==================== byte_unstrip
<file path="src/rtl/byte_unstrip.sv">
// Lane-to-byte merger: takes a LANES-wide word and replays its lanes one byte
// per cycle, lane 0 first. It also tracks the packet framing symbols and pulses
// ERR on any byte that breaks the framing rules.
module byte_unstrip #(
  parameter int unsigned LANES = 4,
  parameter int unsigned BITS  = 8
) (
  input  logic                  CLK,
  input  logic                  RESET_L,
  input  logic [BITS*LANES-1:0] LANE,
  input  logic [LANES-1:0]      LANE_DK,
  input  logic                  IN_VALID,
  output logic                  IN_READY,
  output logic [BITS-1:0]       D,
  output logic                  o_DK,
  output logic                  VALID,
  output logic                  ERR
);

  localparam int unsigned IdxW = (LANES > 1) ? $clog2(LANES) : 1;
  localparam logic [IdxW-1:0] LastIdx = IdxW'(LANES - 1);

  // Framing symbol codes. They only count as codes when the byte's control
  // flag is set.
  localparam logic [BITS-1:0] SymStp = BITS'(8'hFB);
  localparam logic [BITS-1:0] SymSdp = BITS'(8'h5C);
  localparam logic [BITS-1:0] SymEnd = BITS'(8'hFD);
  localparam logic [BITS-1:0] SymEdb = BITS'(8'hFE);

  typedef enum logic [0:0] {StIdle, StShift} state_e;

  state_e                  state_q, state_d;
  logic [BITS*LANES-1:0]   word_q;
  logic [LANES-1:0]        word_dk_q;
  logic [IdxW-1:0]         idx_q, idx_d;
  logic [BITS-1:0]         d_q;
  logic                    dk_q;
  logic                    err_q, err_d;
  logic                    in_pkt_q, in_pkt_d;

  logic                    accept;
  logic                    at_last;
  logic                    load;
  logic [BITS-1:0]         sel_byte;
  logic                    sel_dk;
  logic                    is_start;
  logic                    is_end;

  assign at_last = (idx_q == LastIdx);
  assign accept  = IN_VALID & IN_READY;

  // FSM state register.
  always_ff @(posedge CLK or negedge RESET_L) begin
    if (!RESET_L) begin
      state_q <= StIdle;
    end else begin
      state_q <= state_d;
    end
  end

  // FSM next-state: leave SHIFT only when the last lane goes out with nothing new.
  always_comb begin
    state_d = state_q;
    unique case (state_q)
      StIdle:  if (accept) state_d = StShift;
      StShift: if (at_last && !accept) state_d = StIdle;
      default: state_d = StIdle;
    endcase
  end

  // FSM outputs; READY lets a new word in on the same edge the last lane leaves.
  always_comb begin
    VALID    = (state_q == StShift);
    IN_READY = (state_q == StIdle) || at_last;
  end

  // Pick the byte to show next cycle: lane 0 of a new word, or the next stored lane.
  always_comb begin
    load     = 1'b0;
    sel_byte = '0;
    sel_dk   = 1'b0;
    idx_d    = idx_q;
    if (accept) begin
      load     = 1'b1;
      sel_byte = LANE[BITS-1:0];
      sel_dk   = LANE_DK[0];
      idx_d    = '0;
    end else if (state_q == StShift && !at_last) begin
      load     = 1'b1;
      sel_byte = word_q[BITS*(int'(idx_q) + 1) +: BITS];
      sel_dk   = word_dk_q[int'(idx_q) + 1];
      idx_d    = idx_q + IdxW'(1);
    end
  end

  // Framing check on the incoming byte; the packet flag follows the symbol
  // even when it is in error so the tracker resynchronises on it.
  always_comb begin
    is_start = sel_dk && (sel_byte == SymStp || sel_byte == SymSdp);
    is_end   = sel_dk && (sel_byte == SymEnd || sel_byte == SymEdb);
    err_d    = load && ((is_start && (idx_d != '0 || in_pkt_q)) ||
                        (is_end && (idx_d != LastIdx || !in_pkt_q)));
    in_pkt_d = in_pkt_q;
    if (load && is_start) begin
      in_pkt_d = 1'b1;
    end else if (load && is_end) begin
      in_pkt_d = 1'b0;
    end
  end

  // Word store, output byte, lane index and framing state.
  always_ff @(posedge CLK or negedge RESET_L) begin
    if (!RESET_L) begin
      word_q    <= '0;
      word_dk_q <= '0;
      idx_q     <= '0;
      d_q       <= '0;
      dk_q      <= 1'b0;
      err_q     <= 1'b0;
      in_pkt_q  <= 1'b0;
    end else begin
      if (accept) begin
        word_q    <= LANE;
        word_dk_q <= LANE_DK;
      end
      if (load) begin
        d_q  <= sel_byte;
        dk_q <= sel_dk;
      end
      idx_q    <= idx_d;
      err_q    <= err_d;
      in_pkt_q <= in_pkt_d;
    end
  end

  assign D    = d_q;
  assign o_DK = dk_q;
  assign ERR  = err_q;

endmodule

</file>
<file path="config.mk">
export PLATFORM = sky130hd
export DESIGN_NAME = byte_unstrip
export DESIGN_NICKNAME = d
export VERILOG_FILES = /design/src/rtl/byte_unstrip.sv
export SDC_FILE = /design/constraint.sdc
export NUM_CORES = 1
export LEC_CHECK = 0
export CORE_MARGIN = 3
export CORE_UTILIZATION = 44
export DETAILED_ROUTE_END_ITERATION = 10
export PLACE_DENSITY = 0.74
export SETUP_SLACK_MARGIN = 0.1
export SLEW_MARGIN = 25
export SYNTH_ARGS = -nofsm -noshare
export SYNTH_HDL_FRONTEND = slang
export SYNTH_SLANG_ARGS = --single-unit
</file>
<file path="constraint.sdc">
create_clock -name CLK -period 1.9 [get_ports CLK]
set_input_delay 0.285 -clock CLK [delete_from_list [all_inputs] [get_ports CLK]]
set_output_delay 0.285 -clock CLK [all_outputs]
set_load 0.01 [all_outputs]
</file>
==================== adc_sampler
==> src/rtl/adc_sampler_pkg.sv <==
// Shared types and helpers for the serial ADC reader: FSM state encoding and frame sizing.
package adc_sampler_pkg;

  typedef enum logic [1:0] {
    StIdle  = 2'd0,
    StConv  = 2'd1,
    StQuiet = 2'd2
  } adc_state_e;

  function automatic int unsigned frame_bits(input int unsigned lead_zeros,
                                             input int unsigned data_bits);
    return lead_zeros + data_bits;
  endfunction

endpackage

==> src/rtl/adc_sampler_spi_rx_shift.sv <==
// Serial-in, parallel-out receive shift register: MSB arrives first, shifts in at the LSB end.
module adc_sampler_spi_rx_shift #(
  parameter int unsigned WIDTH = 16
) (
  input  logic             clk,
  input  logic             clr,
  input  logic             en,
  input  logic             din,
  output logic [WIDTH-1:0] q
);

  always_ff @(posedge clk) begin
    if (clr) begin
      q <= '0;
    end else if (en) begin
      q <= {q[WIDTH-2:0], din};
    end
  end

endmodule

==> src/rtl/adc_sampler.sv <==
// AD7476-class serial ADC reader: drives CS/SCLK, captures one frame per conversion and
// presents the payload with a single-cycle valid strobe and a leading-bit error flag.
module adc_sampler
  import adc_sampler_pkg::*;
#(
  parameter int unsigned DATA_BITS    = 12,
  parameter int unsigned LEAD_ZEROS   = 4,
  parameter int unsigned QUIET_CYCLES = 2,
  parameter bit          FREE_RUN     = 1'b0
) (
  input  logic                 clk_10MHz,
  input  logic                 reset,
  input  logic                 start,
  input  logic                 ad_sdata,
  output logic                 ad_cs,
  output logic                 ad_sclk,
  output logic [DATA_BITS-1:0] sample,
  output logic                 sample_valid,
  output logic                 frame_err,
  output logic                 busy
);

  localparam int unsigned FrameBits = frame_bits(LEAD_ZEROS, DATA_BITS);
  localparam int unsigned LastPhase = 2 * FrameBits - 1;
  localparam int unsigned PhaseW    = $clog2(2 * FrameBits) + 1;
  localparam int unsigned QuietW    = $clog2(QUIET_CYCLES + 2);
  // Free-running restarts straight from QUIET, so it stays one cycle longer to keep the
  // same frame period as a held start going through IDLE.
  localparam int unsigned QuietLast = FREE_RUN ? QUIET_CYCLES : QUIET_CYCLES - 1;

  adc_state_e           state_q;
  logic [PhaseW-1:0]    phase_q;
  logic [QuietW-1:0]    quiet_q;
  logic [FrameBits-1:0] shreg;
  logic                 shift_en;
  logic                 shift_clr;

  // Even phases end on an SCLK rising edge, which is when the data bit is stable.
  assign shift_en  = (state_q == StConv) && !phase_q[0];
  assign shift_clr = reset || (state_q != StConv);

  adc_sampler_spi_rx_shift #(
    .WIDTH(FrameBits)
  ) u_shift (
    .clk(clk_10MHz),
    .clr(shift_clr),
    .en (shift_en),
    .din(ad_sdata),
    .q  (shreg)
  );

  always_ff @(posedge clk_10MHz) begin
    if (reset) begin
      state_q      <= StIdle;
      phase_q      <= '0;
      quiet_q      <= '0;
      ad_cs        <= 1'b1;
      ad_sclk      <= 1'b1;
      sample       <= '0;
      sample_valid <= 1'b0;
      frame_err    <= 1'b0;
      busy         <= 1'b0;
    end else begin
      sample_valid <= 1'b0;
      unique case (state_q)
        StIdle: begin
          if (start || FREE_RUN) begin
            state_q <= StConv;
            phase_q <= '0;
            ad_cs   <= 1'b0;
            ad_sclk <= 1'b0;
            busy    <= 1'b1;
          end
        end
        StConv: begin
          if (phase_q == PhaseW'(LastPhase)) begin
            state_q      <= StQuiet;
            quiet_q      <= '0;
            ad_cs        <= 1'b1;
            ad_sclk      <= 1'b1;
            sample       <= shreg[DATA_BITS-1:0];
            frame_err    <= |shreg[FrameBits-1:DATA_BITS];
            sample_valid <= 1'b1;
          end else begin
            phase_q <= phase_q + PhaseW'(1);
            ad_sclk <= ~phase_q[0];
          end
        end
        StQuiet: begin
          if (quiet_q == QuietW'(QuietLast)) begin
            if (FREE_RUN) begin
              state_q <= StConv;
              phase_q <= '0;
              ad_cs   <= 1'b0;
              ad_sclk <= 1'b0;
            end else begin
              state_q <= StIdle;
              busy    <= 1'b0;
            end
          end else begin
            quiet_q <= quiet_q + QuietW'(1);
          end
        end
        default: state_q <= StIdle;
      endcase
    end
  end

endmodule

==> config.mk <==
export PLATFORM = sky130hd
export DESIGN_NAME = adc_sampler
export DESIGN_NICKNAME = d
export VERILOG_FILES = /design/src/rtl/adc_sampler_pkg.sv /design/src/rtl/adc_sampler_spi_rx_shift.sv /design/src/rtl/adc_sampler.sv
export SDC_FILE = /design/constraint.sdc
export NUM_CORES = 1
export LEC_CHECK = 0
export CAP_MARGIN = 20
export CORE_MARGIN = 10
export CORE_UTILIZATION = 55
export CTS_CLUSTER_SIZE = 40
export DETAILED_ROUTE_END_ITERATION = 6
export GPL_ROUTABILITY_DRIVEN = 0
export HOLD_SLACK_MARGIN = 0.05
export PLACE_DENSITY = 0.87
export SLEW_MARGIN = 25
export SYNTH_ARGS = -nofsm -noshare
export SYNTH_HDL_FRONTEND = slang
export SYNTH_HIERARCHICAL = 1
export SYNTH_SLANG_ARGS = --single-unit
==> constraint.sdc <==
create_clock -name clk_10MHz -period 3 [get_ports clk_10MHz]
set_input_delay 0.9 -clock clk_10MHz [delete_from_list [all_inputs] [get_ports clk_10MHz]]
set_output_delay 0.9 -clock clk_10MHz [all_outputs]
set_load 0.03 [all_outputs]
**byte_unstrip: power grid**

Scale: 6 px per um. Pins as bars on the die edge.
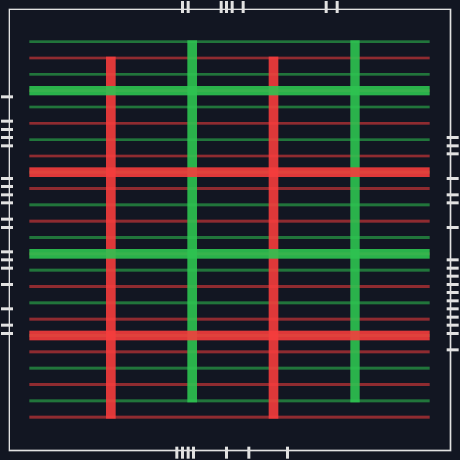
| net | color |
|---|---|
| VDD | green |
| VSS | red |
met4 straps: 4
met5 straps: 4
signal pins: 51
met1 rails: 24
Die Y: 73.3 um
core area: 0.00417 mm^2
Die Width: 73.3 um

**byte_unstrip: cell area per tile**

Scale: 4 px per um. 7 x 7 tiles, from white (low) to dark blue (high), 0 to 100% covered.
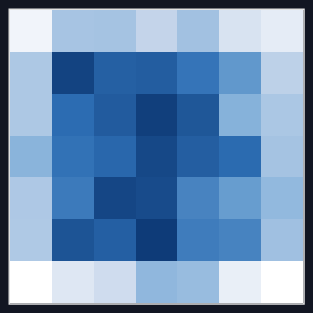
densest ninth of the die: center
nearly empty tiles: 4.1%
tiles over 75% full: 33%
fullest tile: 96%
mean over tiles: 53%
fin util: 0.696
Init Core Util: 0.477

==> changes_impl.md, byte_unstrip <==
## Flow update

- Drt drc: 0
- Switching power total: 1.85 mW
- M1 GR Usage: 0.239
- Tmin final: 1.87 ns
- Relative slew margins: 0.658
- Flops: 42
- Post-DP Area: 0.00263 mm^2
- Met2 usage: 0.294
- Area leader, netlist: dfrtp_1
- Pleak: 1.29 nW
- Post-route cell area: 0.00290 mm^2
- Setup tns final: 0 ns
- Fraction of area in non-clock buffers: 0.241
- Outcome: complete, no violations
- Most frequent cell after synthesis: dfrtp_1
- Adder-cell share of the synthesized area: 0.00628
- ClkCell Share: 0.0388
- Synth mux share: 0.225
- Setup crit start kind: flop
- Logic area: 958 um^2
- GRT overflow: 0
- Largest cell class: sequential cells
- Final Hold Vio Count: 0
- Dominant flop cell: dfrtp_1
==> byte_unstrip: critical path, stage by stage (launching register included) <==
cell and delay (ns):
dfrtp_2 0.45, buf_12 0.14, and2b_2 0.28, o2bb2ai_2 0.16
nor2_2 0.09, nor4_4 0.32, nand4b_1 0.16, o2bb2ai_1 0.15
==> byte_unstrip: worst paths after layout <==
path | start | endpoint | slack, ns | cells after the start
hold / removal | RESET_L | D[4] | 0.05 | 2
hold reg to reg | D[2] | D[2] | 0.47 | 2
setup reg to reg | idx_q[1] | in_pkt_q | 0.03 | 7
min in group CLK | D[2] | D[2] | 0.47 | 2
setup / recovery | idx_q[1] | in_pkt_q | 0.03 | 7
max in group asynchronous | RESET_L | idx_q[1] | 1.48 | 2
==> byte_unstrip: what timing repair did <==
item                       CTS  global route
gates cloned                 0             1
setup endpoints to repair    3            23
buffers inserted             6             1
hold endpoints to repair     0             0
pin swaps                    4             6
gates resized                5            16
==> byte_unstrip: state kept, by name, indices dropped and copies added, names as in the netlist <==
signal     count
o_DK           1
in_pkt_q       1
D              8
word_dk_q      4
VALID          1
word_q        24
idx_q          2
ERR            1
**adc_sampler: power grid**

Scale: 6 px per um. Pins as bars on the die edge.
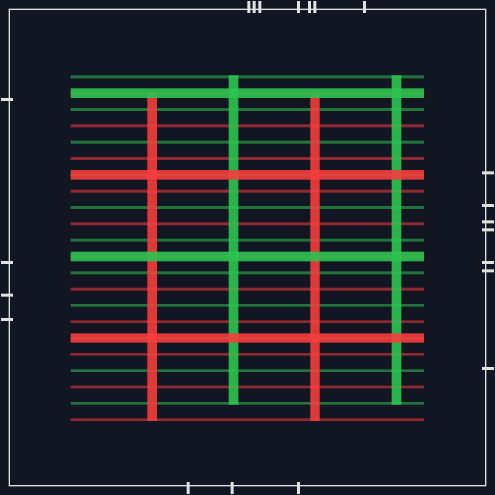
| net | color |
|---|---|
| VSS | red |
| VDD | green |
signal pins: 21
met1 rails: 22
rows: 21
met5 straps: 4
met4 straps: 4
Die Y: 79.2 um
Max VDD drop: 277 uV

==> changes_impl.md, adc_sampler <==
## Flow update

- R2R cell count: 4
- Yosys stat area: 0.00192 mm^2
- Fin util: 0.633
- Outcome: complete, no violations
- Die Size: 0.00626 mm^2
- CP top delay family: buffers and inverters
- Synth cell types: 45
- Crit-path slowest cell: clkdlybuf4s50_1
- Tapcells: 46
- Ao+oa area frac: 0.181
- Area leader share: 0.447
- Finish-stage setup viols: 0
- DR vias/cell: 6.00
- Xor/xnor share: 0
- Crit path largest cell delay: 0.68 ns
- Met3 usage: 0.0383
- Final Hold Vio Count: 0
- Skew final: 0.00921 ns
- CTS root buf: clkbuf_4
- Crit. path cell count: 1
- RSZ-0062 raised after global routing: false
- Syn_area_per_cell: 9.82 um^2
- Ant diodes: 0
- Top Layout Cells: dfxtp_1, clkdlybuf4s50_1, mux2i_1
- Critical path class: flop to output port
- Post-route cell area: 0.00213 mm^2
- Setup tns final: 0 ns
- Clock buf count: 6
- Core area: 0.00336 mm^2
- Die Width: 79.2 um
- Comb/total area: 0.430
- Final HPWL DP: 2730 um
- Vias in the first global route: 1,407
- Hold Path Sink: sample[7]
- Post-cts resize count: 0
- ClkCell Share: 0.0253
- Max-slew violations: 0
adc_sampler: flip-flops by register name (all words and copies together), names as in the netlist:
signal and flops:
sample 12, u_shift/q 16, sample_valid 1, frame_err 1, ad_cs 1, busy 1, state_q 2, phase_q 6
quiet_q 2, ad_sclk 1
adc_sampler: power by group through the flow:
stage	Sequential [mW]	Clock, mW	Combinational (mW)
2_1_floorplan	0.602	0	0.0597
3_3_place_gp	0.598	0	0.0776
3_5_place_dp	0.598	0	0.0790
4_1_cts	0.585	0.281	0.0791
5_1_grt	0.587	0.306	0.0853
6_report	0.585	0.273	0.0794
adc_sampler: cells in the mapped netlist (all sizes together):
master / number
dfxtp: 43
a21oi: 18
mux2i: 18
nor2: 16
buf: 14
nand4: 14
o31ai: 12
inv: 5
o21ai: 5
clkbuf: 4
nand2b: 4
nand3: 4
nor2b: 4
nand2: 3
nand3b: 3
nor3: 3
or3b: 3
a211oi: 2
a31oi: 2
ha: 2
nor4: 2
o21ba: 2
o21bai: 2
a2111oi: 1
a221o: 1
a311oi: 1
a41oi: 1
and2b: 1
and4: 1
nor3b: 1
nor4b: 1
o31a: 1
o32ai: 1
or4bb: 1


==> layout pictures side by side <==
Routed clock nets over the placement.
Scale: 8 px per um.
shot_01.png
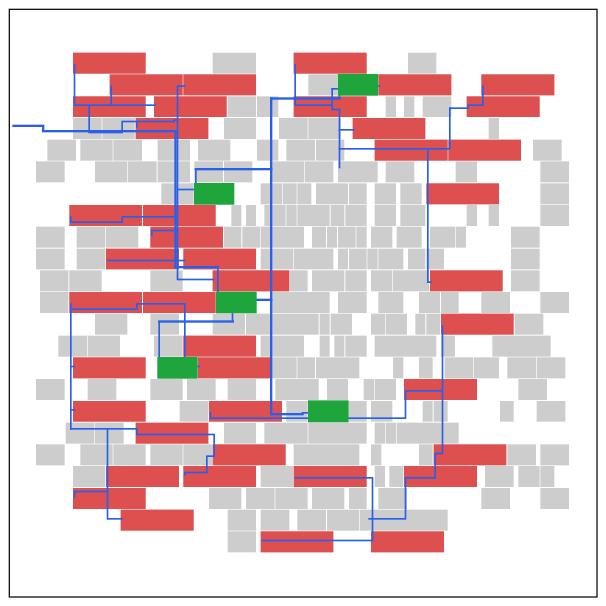
shot_02.png
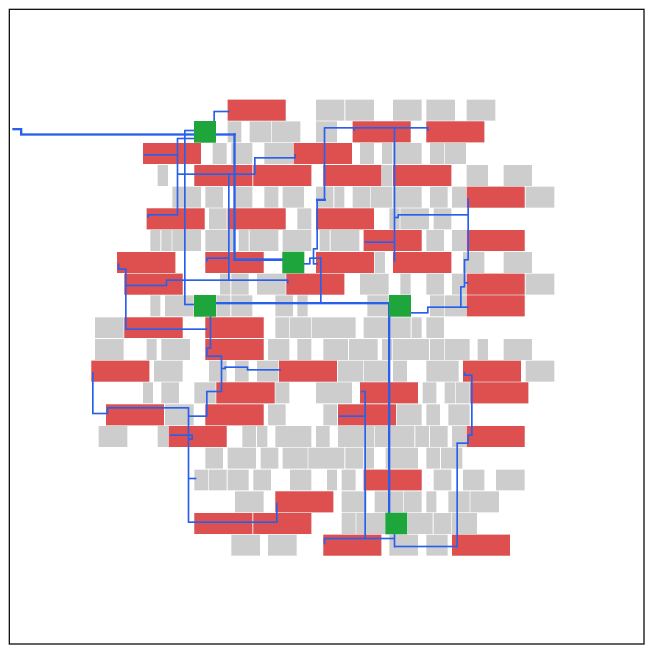
byte_unstrip -> shot_01.png
adc_sampler -> shot_02.png

Key to shot_02.png:
[clock wires] blue | length: 470 um
[clock-net drivers] green | count: 5
[flip-flops] red | count: 43
routed clock nets: 6

Power is estimated from default activity; no workload was simulated.
